# ---- lvds_rx_aligner ----
### Signal wires by layer, lvds_rx_aligner

Drawn at 3 px/um.
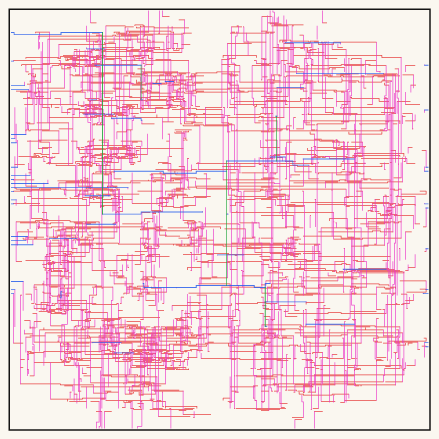

==> src/rtl/lvds_rx_pkg.sv <==
// Shared definitions for the LVDS receive aligner: lane FSM states, default
// training word and the helper that sizes the per-lane slip counter.
package lvds_rx_pkg;

  typedef enum logic [1:0] {
    HUNT   = 2'd0,
    VERIFY = 2'd1,
    LOCKED = 2'd2
  } lane_state_e;

  localparam logic [7:0] DEFAULT_TRAIN_PATTERN = 8'hA5;

  function automatic int slipWidth(input int width);
    return (width <= 2) ? 1 : $clog2(width);
  endfunction

endpackage

==> src/rtl/lvds_lane_align.sv <==
// One LVDS lane: rotates the captured word by the current slip, compares it
// against the training word and walks the HUNT/VERIFY/LOCKED alignment FSM.
module lvds_lane_align
  import lvds_rx_pkg::*;
#(
  parameter int                        PARALLEL_WIDTH = 8,
  parameter logic [PARALLEL_WIDTH-1:0] TRAIN_PATTERN  = PARALLEL_WIDTH'(DEFAULT_TRAIN_PATTERN),
  parameter int                        LOCK_COUNT     = 4,
  localparam int                       SLIP_W         = slipWidth(PARALLEL_WIDTH)
) (
  input  logic                      clk_i,
  input  logic                      reset_i,
  input  logic                      eval_i,
  input  logic                      realign_i,
  input  logic [PARALLEL_WIDTH-1:0] word_i,
  output logic [PARALLEL_WIDTH-1:0] aligned_o,
  output logic                      locked_o,
  output logic [SLIP_W-1:0]         slip_o
);

  localparam int CNT_W = $clog2(LOCK_COUNT + 1);

  lane_state_e                 state_q;
  logic [SLIP_W-1:0]           slip_q;
  logic [SLIP_W-1:0]           slip_d;
  logic [CNT_W-1:0]            matchCnt_q;
  logic [CNT_W-1:0]            matchCnt_d;
  logic                        locked_q;
  logic [2*PARALLEL_WIDTH-1:0] doubled;
  logic                        match;

  // Shifting the word concatenated with itself gives a rotate-right by slip.
  assign doubled   = {word_i, word_i} >> slip_q;
  assign aligned_o = doubled[PARALLEL_WIDTH-1:0];
  assign match     = (aligned_o == TRAIN_PATTERN);

  always_comb begin
    slip_d     = (slip_q == SLIP_W'(PARALLEL_WIDTH - 1)) ? '0 : slip_q + SLIP_W'(1);
    matchCnt_d = matchCnt_q + CNT_W'(1);
  end

  always_ff @(posedge clk_i) begin
    if (reset_i) begin
      state_q    <= HUNT;
      slip_q     <= '0;
      matchCnt_q <= '0;
      locked_q   <= 1'b0;
    end else if (realign_i) begin
      // Re-hunting starts from the slip already found; counters are held.
      state_q  <= HUNT;
      locked_q <= 1'b0;
    end else if (eval_i) begin
      case (state_q)
        HUNT: begin
          if (match) begin
            matchCnt_q <= CNT_W'(1);
            if (LOCK_COUNT == 1) begin
              state_q  <= LOCKED;
              locked_q <= 1'b1;
            end else begin
              state_q <= VERIFY;
            end
          end else begin
            slip_q <= slip_d;
          end
        end
        VERIFY: begin
          if (match) begin
            matchCnt_q <= matchCnt_d;
            if (matchCnt_d == CNT_W'(LOCK_COUNT)) begin
              state_q  <= LOCKED;
              locked_q <= 1'b1;
            end
          end else begin
            state_q    <= HUNT;
            slip_q     <= slip_d;
            matchCnt_q <= '0;
          end
        end
        LOCKED: state_q <= LOCKED;
        default: begin
          state_q  <= HUNT;
          locked_q <= 1'b0;
        end
      endcase
    end
  end

  assign locked_o = locked_q;
  assign slip_o   = slip_q;

endmodule

==> src/rtl/lvds_rx_aligner.sv <==
// Multi-lane LVDS receive back-end: frame-strobe synchroniser, word capture,
// per-lane alignment and a ready/valid output FIFO of aligned words.
module lvds_rx_aligner
  import lvds_rx_pkg::*;
#(
  parameter int                        PARALLEL_WIDTH = 8,
  parameter int                        NUM_LANES      = 2,
  parameter logic [PARALLEL_WIDTH-1:0] TRAIN_PATTERN  = PARALLEL_WIDTH'(DEFAULT_TRAIN_PATTERN),
  parameter int                        LOCK_COUNT     = 4,
  parameter int                        FIFO_DEPTH     = 8,
  localparam int                       SLIP_W         = slipWidth(PARALLEL_WIDTH),
  localparam int                       DATA_W         = NUM_LANES * PARALLEL_WIDTH
) (
  input  logic                        clk_sys,
  input  logic                        reset,
  input  logic [DATA_W-1:0]           deserialized_word,
  input  logic                        rx_frame_pulse,
  input  logic                        realign,
  output logic [DATA_W-1:0]           rx_data_out,
  output logic                        rx_data_valid,
  input  logic                        rx_data_ready,
  output logic [NUM_LANES-1:0]        lane_locked,
  output logic                        all_locked,
  output logic [NUM_LANES*SLIP_W-1:0] slip_count,
  output logic                        overflow
);

  localparam int AW = $clog2(FIFO_DEPTH);

  logic              syncMeta_q;
  logic              sync_q;
  logic              syncDly_q;
  logic              strobe_q;
  logic              captureValid_q;
  logic [DATA_W-1:0] captureWord_q;
  logic [DATA_W-1:0] alignedWord;

  // Registering the edge detect puts the capture three edges after the first
  // sample of the pulse, while the deserialiser still holds the word.
  always_ff @(posedge clk_sys) begin
    if (reset) begin
      syncMeta_q     <= 1'b0;
      sync_q         <= 1'b0;
      syncDly_q      <= 1'b0;
      strobe_q       <= 1'b0;
      captureValid_q <= 1'b0;
      captureWord_q  <= '0;
    end else begin
      syncMeta_q     <= rx_frame_pulse;
      sync_q         <= syncMeta_q;
      syncDly_q      <= sync_q;
      strobe_q       <= sync_q & ~syncDly_q;
      captureValid_q <= strobe_q;
      if (strobe_q) begin
        captureWord_q <= deserialized_word;
      end
    end
  end

  for (genvar g = 0; g < NUM_LANES; g++) begin : gLane
    lvds_lane_align #(
      .PARALLEL_WIDTH(PARALLEL_WIDTH),
      .TRAIN_PATTERN (TRAIN_PATTERN),
      .LOCK_COUNT    (LOCK_COUNT)
    ) uLane (
      .clk_i    (clk_sys),
      .reset_i  (reset),
      .eval_i   (captureValid_q),
      .realign_i(realign),
      .word_i   (captureWord_q[g*PARALLEL_WIDTH +: PARALLEL_WIDTH]),
      .aligned_o(alignedWord[g*PARALLEL_WIDTH +: PARALLEL_WIDTH]),
      .locked_o (lane_locked[g]),
      .slip_o   (slip_count[g*SLIP_W +: SLIP_W])
    );
  end

  assign all_locked = &lane_locked;

  logic [DATA_W-1:0] fifoMem_q [FIFO_DEPTH];
  logic [AW-1:0]     wrPtr_q;
  logic [AW-1:0]     rdPtr_q;
  logic [AW:0]       count_q;
  logic [AW:0]       count_d;
  logic              overflow_q;
  logic              pushReq;
  logic              pushOk;
  logic              pop;
  logic              fifoFull;
  logic              fifoEmpty;

  // all_locked here is still the pre-evaluation value, so the word that
  // completes lock is never written.
  always_comb begin
    fifoFull  = (count_q == (AW+1)'(FIFO_DEPTH));
    fifoEmpty = (count_q == '0);
    pop       = ~fifoEmpty & rx_data_ready;
    pushReq   = captureValid_q & all_locked & ~realign;
    pushOk    = pushReq & (~fifoFull | pop);
    count_d   = count_q + (AW+1)'(pushOk) - (AW+1)'(pop);
  end

  always_ff @(posedge clk_sys) begin
    if (reset) begin
      wrPtr_q    <= '0;
      rdPtr_q    <= '0;
      count_q    <= '0;
      overflow_q <= 1'b0;
    end else begin
      if (pushOk) begin
        wrPtr_q <= wrPtr_q + AW'(1);
      end
      if (pop) begin
        rdPtr_q <= rdPtr_q + AW'(1);
      end
      count_q <= count_d;
      if (realign) begin
        overflow_q <= 1'b0;
      end else if (pushReq & fifoFull & ~pop) begin
        overflow_q <= 1'b1;
      end
    end
  end

  // Storage needs no reset: the output is masked to zero while empty.
  always_ff @(posedge clk_sys) begin
    if (pushOk) begin
      fifoMem_q[wrPtr_q] <= alignedWord;
    end
  end

  assign rx_data_valid = ~fifoEmpty;
  assign rx_data_out   = fifoEmpty ? '0 : fifoMem_q[rdPtr_q];
  assign overflow      = overflow_q;

endmodule

==> config.mk <==
export PLATFORM = sky130hd
export DESIGN_NAME = lvds_rx_aligner
export DESIGN_NICKNAME = d
export VERILOG_FILES = /design/src/rtl/lvds_rx_pkg.sv /design/src/rtl/lvds_lane_align.sv /design/src/rtl/lvds_rx_aligner.sv
export SDC_FILE = /design/constraint.sdc
export NUM_CORES = 1
export LEC_CHECK = 0
export CORE_UTILIZATION = 45
export CTS_CLUSTER_DIAMETER = 80
export CTS_CLUSTER_SIZE = 14
export DETAILED_ROUTE_END_ITERATION = 8
export PLACE_DENSITY_LB_ADDON = 0.05
export SLEW_MARGIN = 20
export SYNTH_ARGS = -nofsm -noshare
export SYNTH_HDL_FRONTEND = slang
export SYNTH_HIERARCHICAL = 1
export SYNTH_SLANG_ARGS = --single-unit
==> constraint.sdc <==
create_clock -name clk_sys -period 4.85 [get_ports clk_sys]
set_input_delay 0.97 -clock clk_sys [delete_from_list [all_inputs] [get_ports clk_sys]]
set_output_delay 0.97 -clock clk_sys [all_outputs]
set_load 0.01 [all_outputs]
# ---- mul_arb_ctrl ----
$ cat src/rtl/mul_arb_ctrl_pkg.sv
// Shared definitions for the GF(2^163) multiplier sequencer: field width,
// default multiplier latency and the one-hot controller state encoding.
package mul_arb_ctrl_pkg;

   localparam int M           = 163;
   localparam int MUL_LAT_DEF = 3;

   typedef enum logic [3:0] {
      ST_IDLE    = 4'b0001,
      ST_ISSUE   = 4'b0010,
      ST_WAIT    = 4'b0100,
      ST_CAPTURE = 4'b1000
   } state_t;

endpackage

$ cat src/rtl/mul_arb_ctrl_rr_arb2.sv
// Two-way round-robin arbiter: grants at most one valid requester while free,
// and moves the pointer past the winner only when a grant is issued.
module rr_arb2
   import mul_arb_ctrl_pkg::*;
(
   input  logic       clk,
   input  logic       rst,
   input  logic [1:0] valid,
   input  logic       free,
   output logic [1:0] grant
);

   logic       ptr_r;
   logic [1:0] grant_s;

   // grant selection: a lone requester always wins, a tie goes to ptr_r
   always_comb begin
      grant_s = 2'b00;
      if (free) begin
         if (valid == 2'b11) begin
            grant_s = ptr_r ? 2'b10 : 2'b01;
         end else begin
            grant_s = valid;
         end
      end else begin
         grant_s = 2'b00;
      end
   end

   // pointer register: after granting requester 0 favour 1, and vice versa
   always_ff @(posedge clk) begin
      if (rst) begin
         ptr_r <= 1'b0;
      end else if (grant_s != 2'b00) begin
         ptr_r <= grant_s[0];
      end else begin
         ptr_r <= ptr_r;
      end
   end

   assign grant = grant_s;

endmodule

$ cat src/rtl/mul_arb_ctrl.sv
// Arbitrates two requesters onto the shared field multiplier, issues a one-cycle
// enable with registered operands, waits out its latency and returns the product.
module mul_arb_ctrl
   import mul_arb_ctrl_pkg::*;
#(
   parameter int MUL_LAT = MUL_LAT_DEF
)(
   input  logic         clk,
   input  logic         rst,
   input  logic         req0_valid,
   output logic         req0_ready,
   input  logic [M-1:0] req0_a,
   input  logic [M-1:0] req0_b,
   input  logic         req1_valid,
   output logic         req1_ready,
   input  logic [M-1:0] req1_a,
   input  logic [M-1:0] req1_b,
   output logic         rsp0_valid,
   output logic         rsp1_valid,
   output logic [M-1:0] rsp_data,
   output logic         mul_enable,
   output logic [M-1:0] mul_a,
   output logic [M-1:0] mul_b,
   input  logic [M-1:0] mul_result,
   output logic         busy
);

   localparam int             CW       = $clog2(MUL_LAT + 1);
   localparam logic [CW-1:0]  CNT_ONE  = CW'(1);
   localparam logic [CW-1:0]  CNT_INIT = CW'(MUL_LAT - 1);

   state_t        state_r, next_state_s;
   logic [CW-1:0] cnt_r;
   logic          owner_r;
   logic [1:0]    grant_s;
   logic          free_s, accept_s;
   logic [M-1:0]  mul_a_r, mul_b_r, rsp_data_r;
   logic          mul_enable_r, rsp0_valid_r, rsp1_valid_r, busy_r;

   assign free_s   = (state_r == ST_IDLE) || (state_r == ST_CAPTURE);
   assign accept_s = (req0_valid & grant_s[0]) | (req1_valid & grant_s[1]);

   rr_arb2 u_arb (
      .clk   (clk),
      .rst   (rst),
      .valid ({req1_valid, req0_valid}),
      .free  (free_s),
      .grant (grant_s)
   );

   // next-state logic; CAPTURE doubles as an accept slot for back-to-back issue
   always_comb begin
      next_state_s = state_r;
      case (state_r)
         ST_IDLE:    next_state_s = accept_s ? ST_ISSUE : ST_IDLE;
         ST_ISSUE:   next_state_s = ST_WAIT;
         ST_WAIT:    next_state_s = (cnt_r == CNT_ONE) ? ST_CAPTURE : ST_WAIT;
         ST_CAPTURE: next_state_s = accept_s ? ST_ISSUE : ST_IDLE;
         default:    next_state_s = ST_IDLE;
      endcase
   end

   // state, latency counter and registered control pulses
   always_ff @(posedge clk) begin
      if (rst) begin
         state_r      <= ST_IDLE;
         cnt_r        <= '0;
         mul_enable_r <= 1'b0;
         busy_r       <= 1'b0;
         rsp0_valid_r <= 1'b0;
         rsp1_valid_r <= 1'b0;
      end else begin
         state_r      <= next_state_s;
         mul_enable_r <= (next_state_s == ST_ISSUE);
         busy_r       <= (next_state_s != ST_IDLE);
         rsp0_valid_r <= (state_r == ST_CAPTURE) && !owner_r;
         rsp1_valid_r <= (state_r == ST_CAPTURE) &&  owner_r;
         if (state_r == ST_ISSUE) begin
            cnt_r <= CNT_INIT;
         end else if (state_r == ST_WAIT) begin
            cnt_r <= cnt_r - CNT_ONE;
         end else begin
            cnt_r <= cnt_r;
         end
      end
   end

   // operand, owner and result registers; operands hold until the next accept
   always_ff @(posedge clk) begin
      if (rst) begin
         mul_a_r    <= '0;
         mul_b_r    <= '0;
         owner_r    <= 1'b0;
         rsp_data_r <= '0;
      end else begin
         if (accept_s) begin
            mul_a_r <= grant_s[1] ? req1_a : req0_a;
            mul_b_r <= grant_s[1] ? req1_b : req0_b;
            owner_r <= grant_s[1];
         end else begin
            mul_a_r <= mul_a_r;
            mul_b_r <= mul_b_r;
            owner_r <= owner_r;
         end
         if (state_r == ST_CAPTURE) begin
            rsp_data_r <= mul_result;
         end else begin
            rsp_data_r <= rsp_data_r;
         end
      end
   end

   assign req0_ready = grant_s[0];
   assign req1_ready = grant_s[1];
   assign mul_enable = mul_enable_r;
   assign mul_a      = mul_a_r;
   assign mul_b      = mul_b_r;
   assign rsp_data   = rsp_data_r;
   assign rsp0_valid = rsp0_valid_r;
   assign rsp1_valid = rsp1_valid_r;
   assign busy       = busy_r;

endmodule

$ cat config.mk
export PLATFORM = sky130hd
export DESIGN_NAME = mul_arb_ctrl
export DESIGN_NICKNAME = d
export VERILOG_FILES = /design/src/rtl/mul_arb_ctrl_pkg.sv /design/src/rtl/mul_arb_ctrl_rr_arb2.sv /design/src/rtl/mul_arb_ctrl.sv
export SDC_FILE = /design/constraint.sdc
export NUM_CORES = 1
export LEC_CHECK = 0
export CORE_AREA = 2 2 518 520
export DETAILED_ROUTE_END_ITERATION = 6
export DIE_AREA = 0 0 520 522
export GPL_ROUTABILITY_DRIVEN = 1
export PLACE_DENSITY = 0.3
export SYNTH_ARGS = -nofsm -noshare
export SYNTH_HDL_FRONTEND = slang
export SYNTH_SLANG_ARGS = --single-unit
$ cat constraint.sdc
create_clock -name clk -period 3.8 [get_ports clk]
set_input_delay 0.76 -clock clk [delete_from_list [all_inputs] [get_ports clk]]
set_output_delay 0.76 -clock clk [all_outputs]
set_load 0.01 [all_outputs]

==> notes/layouts.md <==
Pictures saved along the way, in no particular order.

Clock wiring as the flow saved it.
panel A
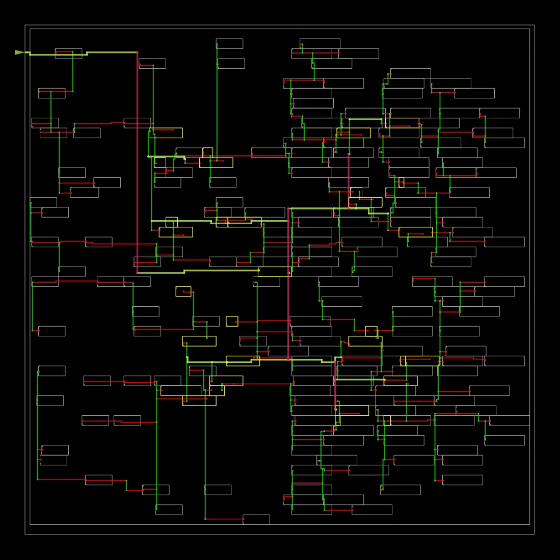
panel B
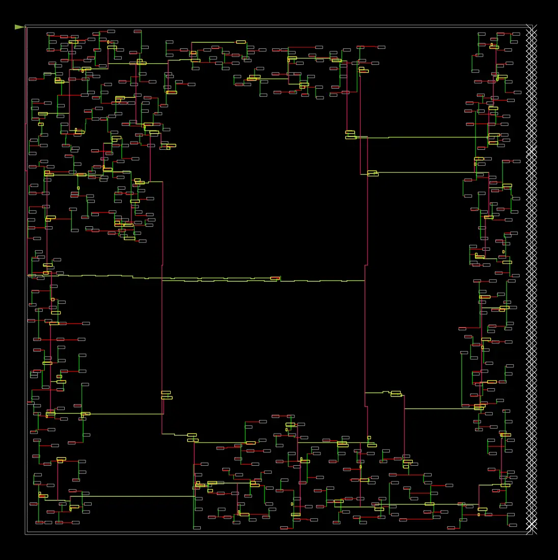
- most clock buffers: panel B
- mul_arb_ctrl = panel B
- lvds_rx_aligner = panel A

### The metal 4 layer, lvds_rx_aligner

Drawn at 4 px/um. Supply wires on this layer in grey. Cells faint in the background.
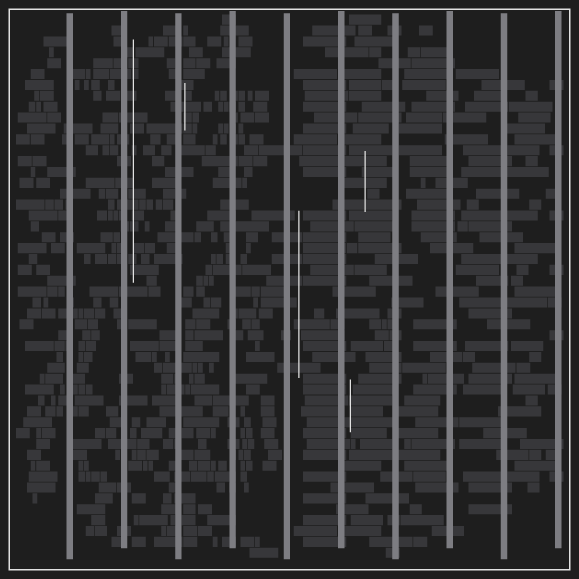
nets with wire on the layer	3
longest straight run	60.5 um
share of all routed wire	0.86%
wire length on this layer	141 um

### Sequential cells grouped by signal name, lvds_rx_aligner

Drawn at 3 px/um.
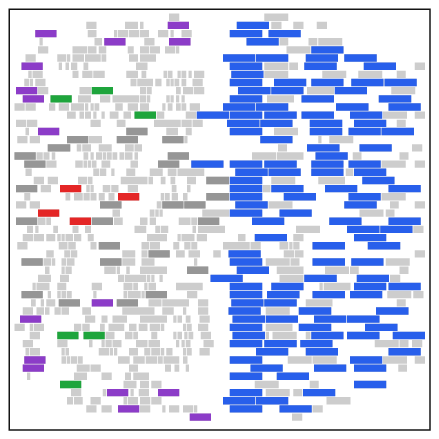
netlist name	colour	placed flops
`captureWord_q`	purple	16
`fifoMem_q`	blue	128
`gLane.uLane/state_q`	red	4
`gLane.uLane/slip_o`	green	6
not coloured	27

## Picture notes: 'Signal wires by layer' of lvds_rx_aligner
layer	colour	wire length
metal 2	magenta	7,890 um
metal 1	red	7,970 um
metal 3	blue	522 um
metal 4	green	141 um

==> flow_summary_export.csv, lvds_rx_aligner <==
group,metric,value,unit
synth,mux_share,0.157,
synth,synth_area_leader_cell,"edfxtp_1",
routing,wl_met3,522,um
final_layout,fin_area,9600,um^2
power_and_ir_drop,seqPwrFrac,0.465,
final_layout,seq_area_frac,0.511,
final_layout,nNonClkBuffers,52,
synth,ys_chip_area,8540,um^2
synth,ys_warn_count,6,
worst_setup_path,crit_end,"rx_data_out[13]",
routing,wl_met1,7.97,mm
die,rows,50,
worst_setup_path,crit_cells,4,
final_layout,comb_area,3270,um^2
run_status,status,"finished clean",
run,max-cap-violations,0,
routing,drtIter0Drc,261,
final_layout,final-seq-area,4910,um^2
synth,postSynthSeqShare,0.574,
==> lvds_rx_aligner: how the worst min path moves through the flow <==
stage / depth (start not counted) / slack (ps) / to / start
2_1_floorplan: 1 / 370 / strobe_q / syncDly_q
3_3_place_gp: 1 / 370 / strobe_q / syncDly_q
3_5_place_dp: 1 / 370 / strobe_q / syncDly_q
4_1_cts: 1 / 380 / strobe_q / syncDly_q
5_1_grt: 1 / 390 / strobe_q / syncDly_q
6_report: 1 / 370 / strobe_q / syncDly_q
### Local utilization, mul_arb_ctrl

The die is cut into 26 by 26 equal tiles; white is low, dark blue is high, 0 to 100% covered.
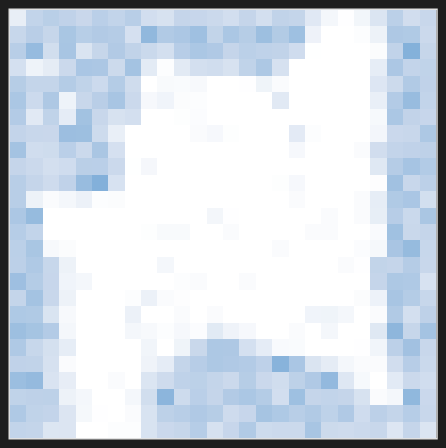
mean over tiles	14%
nearly empty tiles	38%
emptiest ninth of the die	centre
densest ninth of the die	upper left

### The metal 4 layer, mul_arb_ctrl

Drawn at 1 px/um. Supply wires on this layer in grey. Cells faint in the background.
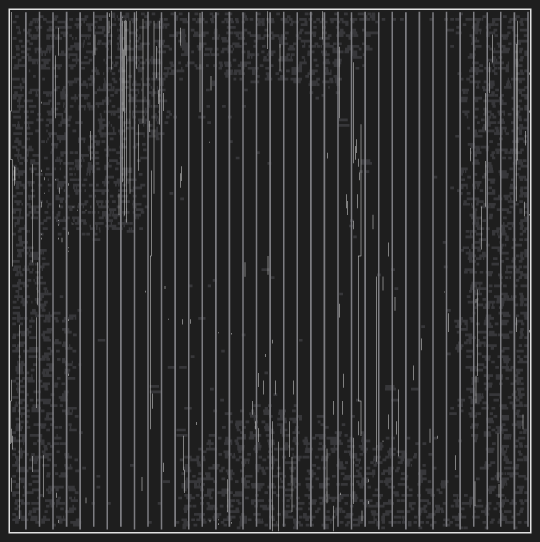
longest straight run	201 um
wire length on this layer	5,620 um
share of all routed wire	2.8%
main direction	vertical

==> flow_summary_export.csv, mul_arb_ctrl <==
group,metric,value,unit
placed_design,gp_congestion,0.847,
timing,clock-skew-final,87.0,ps
routing,dr_wl_met2,90.0,mm
cts,cts_root_buf,"clkbuf_16",
worst_setup_path,r2r_start,"state_r[0]",
final_layout,clock_area_frac,0.0624,
run_status,violations,"design-rule violations",
synth,yosys-top-cells-count,"dfxtp_1, inv_1, nand2_1",
final_layout,instances_no_fill,7127,
routing,wl_met3,23.3,mm
power_and_ir_drop,leakage,13.3,nW
cts,hold_buffers,0,
final_layout,fin_area,41800,um^2
routing,drcViolationCount,195,
synth,ys_warn_count,0,
timing,fmax,0.283,GHz
run_status,status,"finished with violations",
die,nWellTaps,3552,
power_and_ir_drop,switching_share,0.323,
worst_setup_path,slowest_stage,"clkdlybuf4s50_1",
timing,hold_ws,452,ps
routing,finalWirelength,199,mm
worst_setup_path,crit_start,"state_r[1]",
## mul_arb_ctrl: logic make-up (layout without fill, tap and decap cells)
family,after synthesis,count (layout),share of synthesized area
buffers and inverters,606,1861,0.126
XOR/XNOR,1,1,0.00125
other,0,27,0
multiplexers,1,1,0.000455
adder cells (fa/ha/maj),1,1,0.000569
AND-OR/OR-AND,827,827,0.351
AND/OR/NAND/NOR,356,356,0.0648
flip-flops,501,501,0.456

# ---- exec_debug_ctrl ----
### Local utilization, exec_debug_ctrl

Drawn at 4 px/um. The die is cut into 10 by 10 equal tiles; white is low, dark blue is high, 0 to 100% covered.
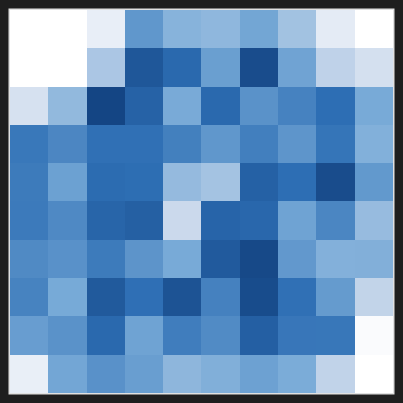
## config.mk

```make
export PLATFORM = sky130hd
export DESIGN_NAME = exec_debug_ctrl
export DESIGN_NICKNAME = d
export VERILOG_FILES = /design/src/rtl/exec_debug_ctrl.sv
export SDC_FILE = /design/constraint.sdc
export NUM_CORES = 1
export LEC_CHECK = 0
export CORE_UTILIZATION = 34
export CTS_CLUSTER_DIAMETER = 80
export DETAILED_ROUTE_END_ITERATION = 10
export HOLD_SLACK_MARGIN = 0.06
export PLACE_DENSITY = 0.77
export SLEW_MARGIN = 20
export SYNTH_ARGS = -nofsm -noshare
export SYNTH_HDL_FRONTEND = slang
export SYNTH_SLANG_ARGS = --single-unit
```

## constraint.sdc

```tcl
create_clock -name clk -period 2.1 [get_ports clk]
set_clock_uncertainty 0.1 [all_clocks]
set_input_delay 0.315 -clock clk [delete_from_list [all_inputs] [get_ports clk]]
set_output_delay 0.315 -clock clk [all_outputs]
set_load 0.02 [all_outputs]
```

## src/rtl/exec_debug_ctrl.sv

```systemverilog
// Debug/execution controller: gates the pipeline for RUN/STEP and streams a
// PC / cycle-count / register-file / data-memory dump over a valid-ready port.
module exec_debug_ctrl #(
   parameter int NBITS     = 32,
   parameter int RBITS     = 5,
   parameter int BANK_SIZE = 32,
   parameter int MEM_SIZE  = 5
) (
   input  logic                clk,
   input  logic                rst,
   input  logic                i_cmd_valid,
   input  logic [1:0]          i_cmd,
   output logic                o_cmd_ready,
   input  logic                i_halt,
   input  logic [NBITS-1:0]    i_pc,
   output logic                o_pipe_en,
   output logic [RBITS-1:0]    o_rf_addr,
   input  logic [NBITS-1:0]    i_rf_data,
   output logic [MEM_SIZE-1:0] o_mem_addr,
   input  logic [NBITS-1:0]    i_mem_data,
   output logic [NBITS-1:0]    o_tx_data,
   output logic                o_tx_valid,
   input  logic                i_tx_ready,
   output logic [NBITS-1:0]    o_cycle_cnt,
   output logic                o_halted
);

   typedef enum logic [1:0] {CMD_NOP, CMD_RUN, CMD_STEP, CMD_DUMP} cmd_t;

   typedef enum logic [2:0] {
      IDLE, RUN, STEP, DUMP_PC, DUMP_CYC, DUMP_REG, DUMP_MEM
   } state_t;

   localparam logic [RBITS-1:0]    RF_LAST  = RBITS'(BANK_SIZE - 1);
   localparam logic [MEM_SIZE-1:0] MEM_LAST = '1;

   state_t                state, state_nxt;
   logic [RBITS-1:0]      rf_addr_nxt;
   logic [MEM_SIZE-1:0]   mem_addr_nxt;
   logic                  accept;
   logic                  xfer;

   assign o_cmd_ready = (state == IDLE);
   assign o_tx_valid  = (state == DUMP_PC) || (state == DUMP_CYC) ||
                        (state == DUMP_REG) || (state == DUMP_MEM);
   assign accept      = o_cmd_ready & i_cmd_valid;
   assign xfer        = o_tx_valid & i_tx_ready;

   // NOTE: every signal written here gets a default first so no path leaves it
   // unassigned; otherwise synthesis infers a latch to hold the old value.
   always_comb begin
      state_nxt    = state;
      rf_addr_nxt  = o_rf_addr;
      mem_addr_nxt = o_mem_addr;
      unique case (state)
         IDLE: begin
            if (accept) begin
               case (cmd_t'(i_cmd))
                  CMD_NOP:  state_nxt = IDLE;
                  CMD_RUN:  if (!o_halted) state_nxt = RUN;
                  CMD_STEP: if (!o_halted) state_nxt = STEP;
                  CMD_DUMP: begin
                     state_nxt    = DUMP_PC;
                     rf_addr_nxt  = '0;
                     mem_addr_nxt = '0;
                  end
               endcase
            end
         end
         RUN:      if (i_halt) state_nxt = IDLE;
         STEP:     state_nxt = IDLE;
         DUMP_PC:  if (xfer) state_nxt = DUMP_CYC;
         DUMP_CYC: if (xfer) state_nxt = DUMP_REG;
         DUMP_REG: begin
            if (xfer) begin
               if (o_rf_addr == RF_LAST) begin
                  rf_addr_nxt = '0;
                  state_nxt   = DUMP_MEM;
               end else begin
                  rf_addr_nxt = o_rf_addr + RBITS'(1);
               end
            end
         end
         DUMP_MEM: begin
            if (xfer) begin
               if (o_mem_addr == MEM_LAST) begin
                  mem_addr_nxt = '0;
                  state_nxt    = IDLE;
               end else begin
                  mem_addr_nxt = o_mem_addr + MEM_SIZE'(1);
               end
            end
         end
         default:  state_nxt = IDLE;
      endcase
   end

   always_comb begin
      o_tx_data = '0;
      case (state)
         DUMP_PC:  o_tx_data = i_pc;
         DUMP_CYC: o_tx_data = o_cycle_cnt;
         DUMP_REG: o_tx_data = i_rf_data;
         DUMP_MEM: o_tx_data = i_mem_data;
         default:  o_tx_data = '0;
      endcase
   end

   // NOTE: state registers use non-blocking assignments so every flop samples
   // the pre-edge values, independent of statement order.
   always_ff @(posedge clk) begin
      if (rst) begin
         state       <= IDLE;
         o_pipe_en   <= 1'b0;
         o_rf_addr   <= '0;
         o_mem_addr  <= '0;
         o_cycle_cnt <= '0;
         o_halted    <= 1'b0;
      end else begin
         state      <= state_nxt;
         o_pipe_en  <= (state_nxt == RUN) || (state_nxt == STEP);
         o_rf_addr  <= rf_addr_nxt;
         o_mem_addr <= mem_addr_nxt;
         if (o_pipe_en) begin
            o_cycle_cnt <= o_cycle_cnt + NBITS'(1);
            if (i_halt) o_halted <= 1'b1;
         end
      end
   end

endmodule

```

==> flow_summary_export.csv <==
group,metric,value,unit
power_and_ir_drop,p_total,1.87,mW
synth,syn_inst,358,
worst_setup_path,slowest_stage,"dfxtp_2",
worst_setup_path,cp_max_fo,33,
run_status,violations,"negative setup slack",
timing,fin_ws,-61.2,ps
cts,clkLatencyLatePin,300,ps
run_status,status,"finished with violations",
final_layout,comb_area,1920,um^2
worst_hold_path,holdCritStartpoint,"rst",
final_layout,utilization,0.623,
cts,post_cts.repair.setup_buffers,0,
synth,syn-num-nets,466,
worst_setup_path,required,1680,ps
synth,topCellsByArea,"dfxtp_1, a221o_1, a22o_1, nor2_1, xnor2_1",
timing,finalSetupViolations,24,
placed_design,dp_slack,-142,ps
worst_setup_path,crit_path_end_kind,"output pin",
final_layout,nNonClkBuffers,234,
final_layout,layout-drive-gt1-share,0.216,
power_and_ir_drop,pg_seq,0.919,mW
final_layout,flops,47,
die,coreArea,8380,um^2
## Picture notes: 'Local utilization' of exec_debug_ctrl
nearly empty tiles	6.0%
tiles over 75% full	22%
emptiest ninth of the die	upper left

==> stage by stage <==
step           std cells  hold WS, ps
3_5_place_dp         669          376
6_report             679          367
3_3_place_gp         669          364
4_1_cts              677          357
2_1_floorplan        358          360
5_1_grt              679          388
==> sequential cells by signal, indices dropped and copies added, names as in the netlist <==
signal,count
o_cycle_cnt,32
o_mem_addr,5
o_rf_addr,5
state,3
o_halted,1
o_pipe_en,1

Power figures rest on the tool's default switching activity, not on a simulated workload.
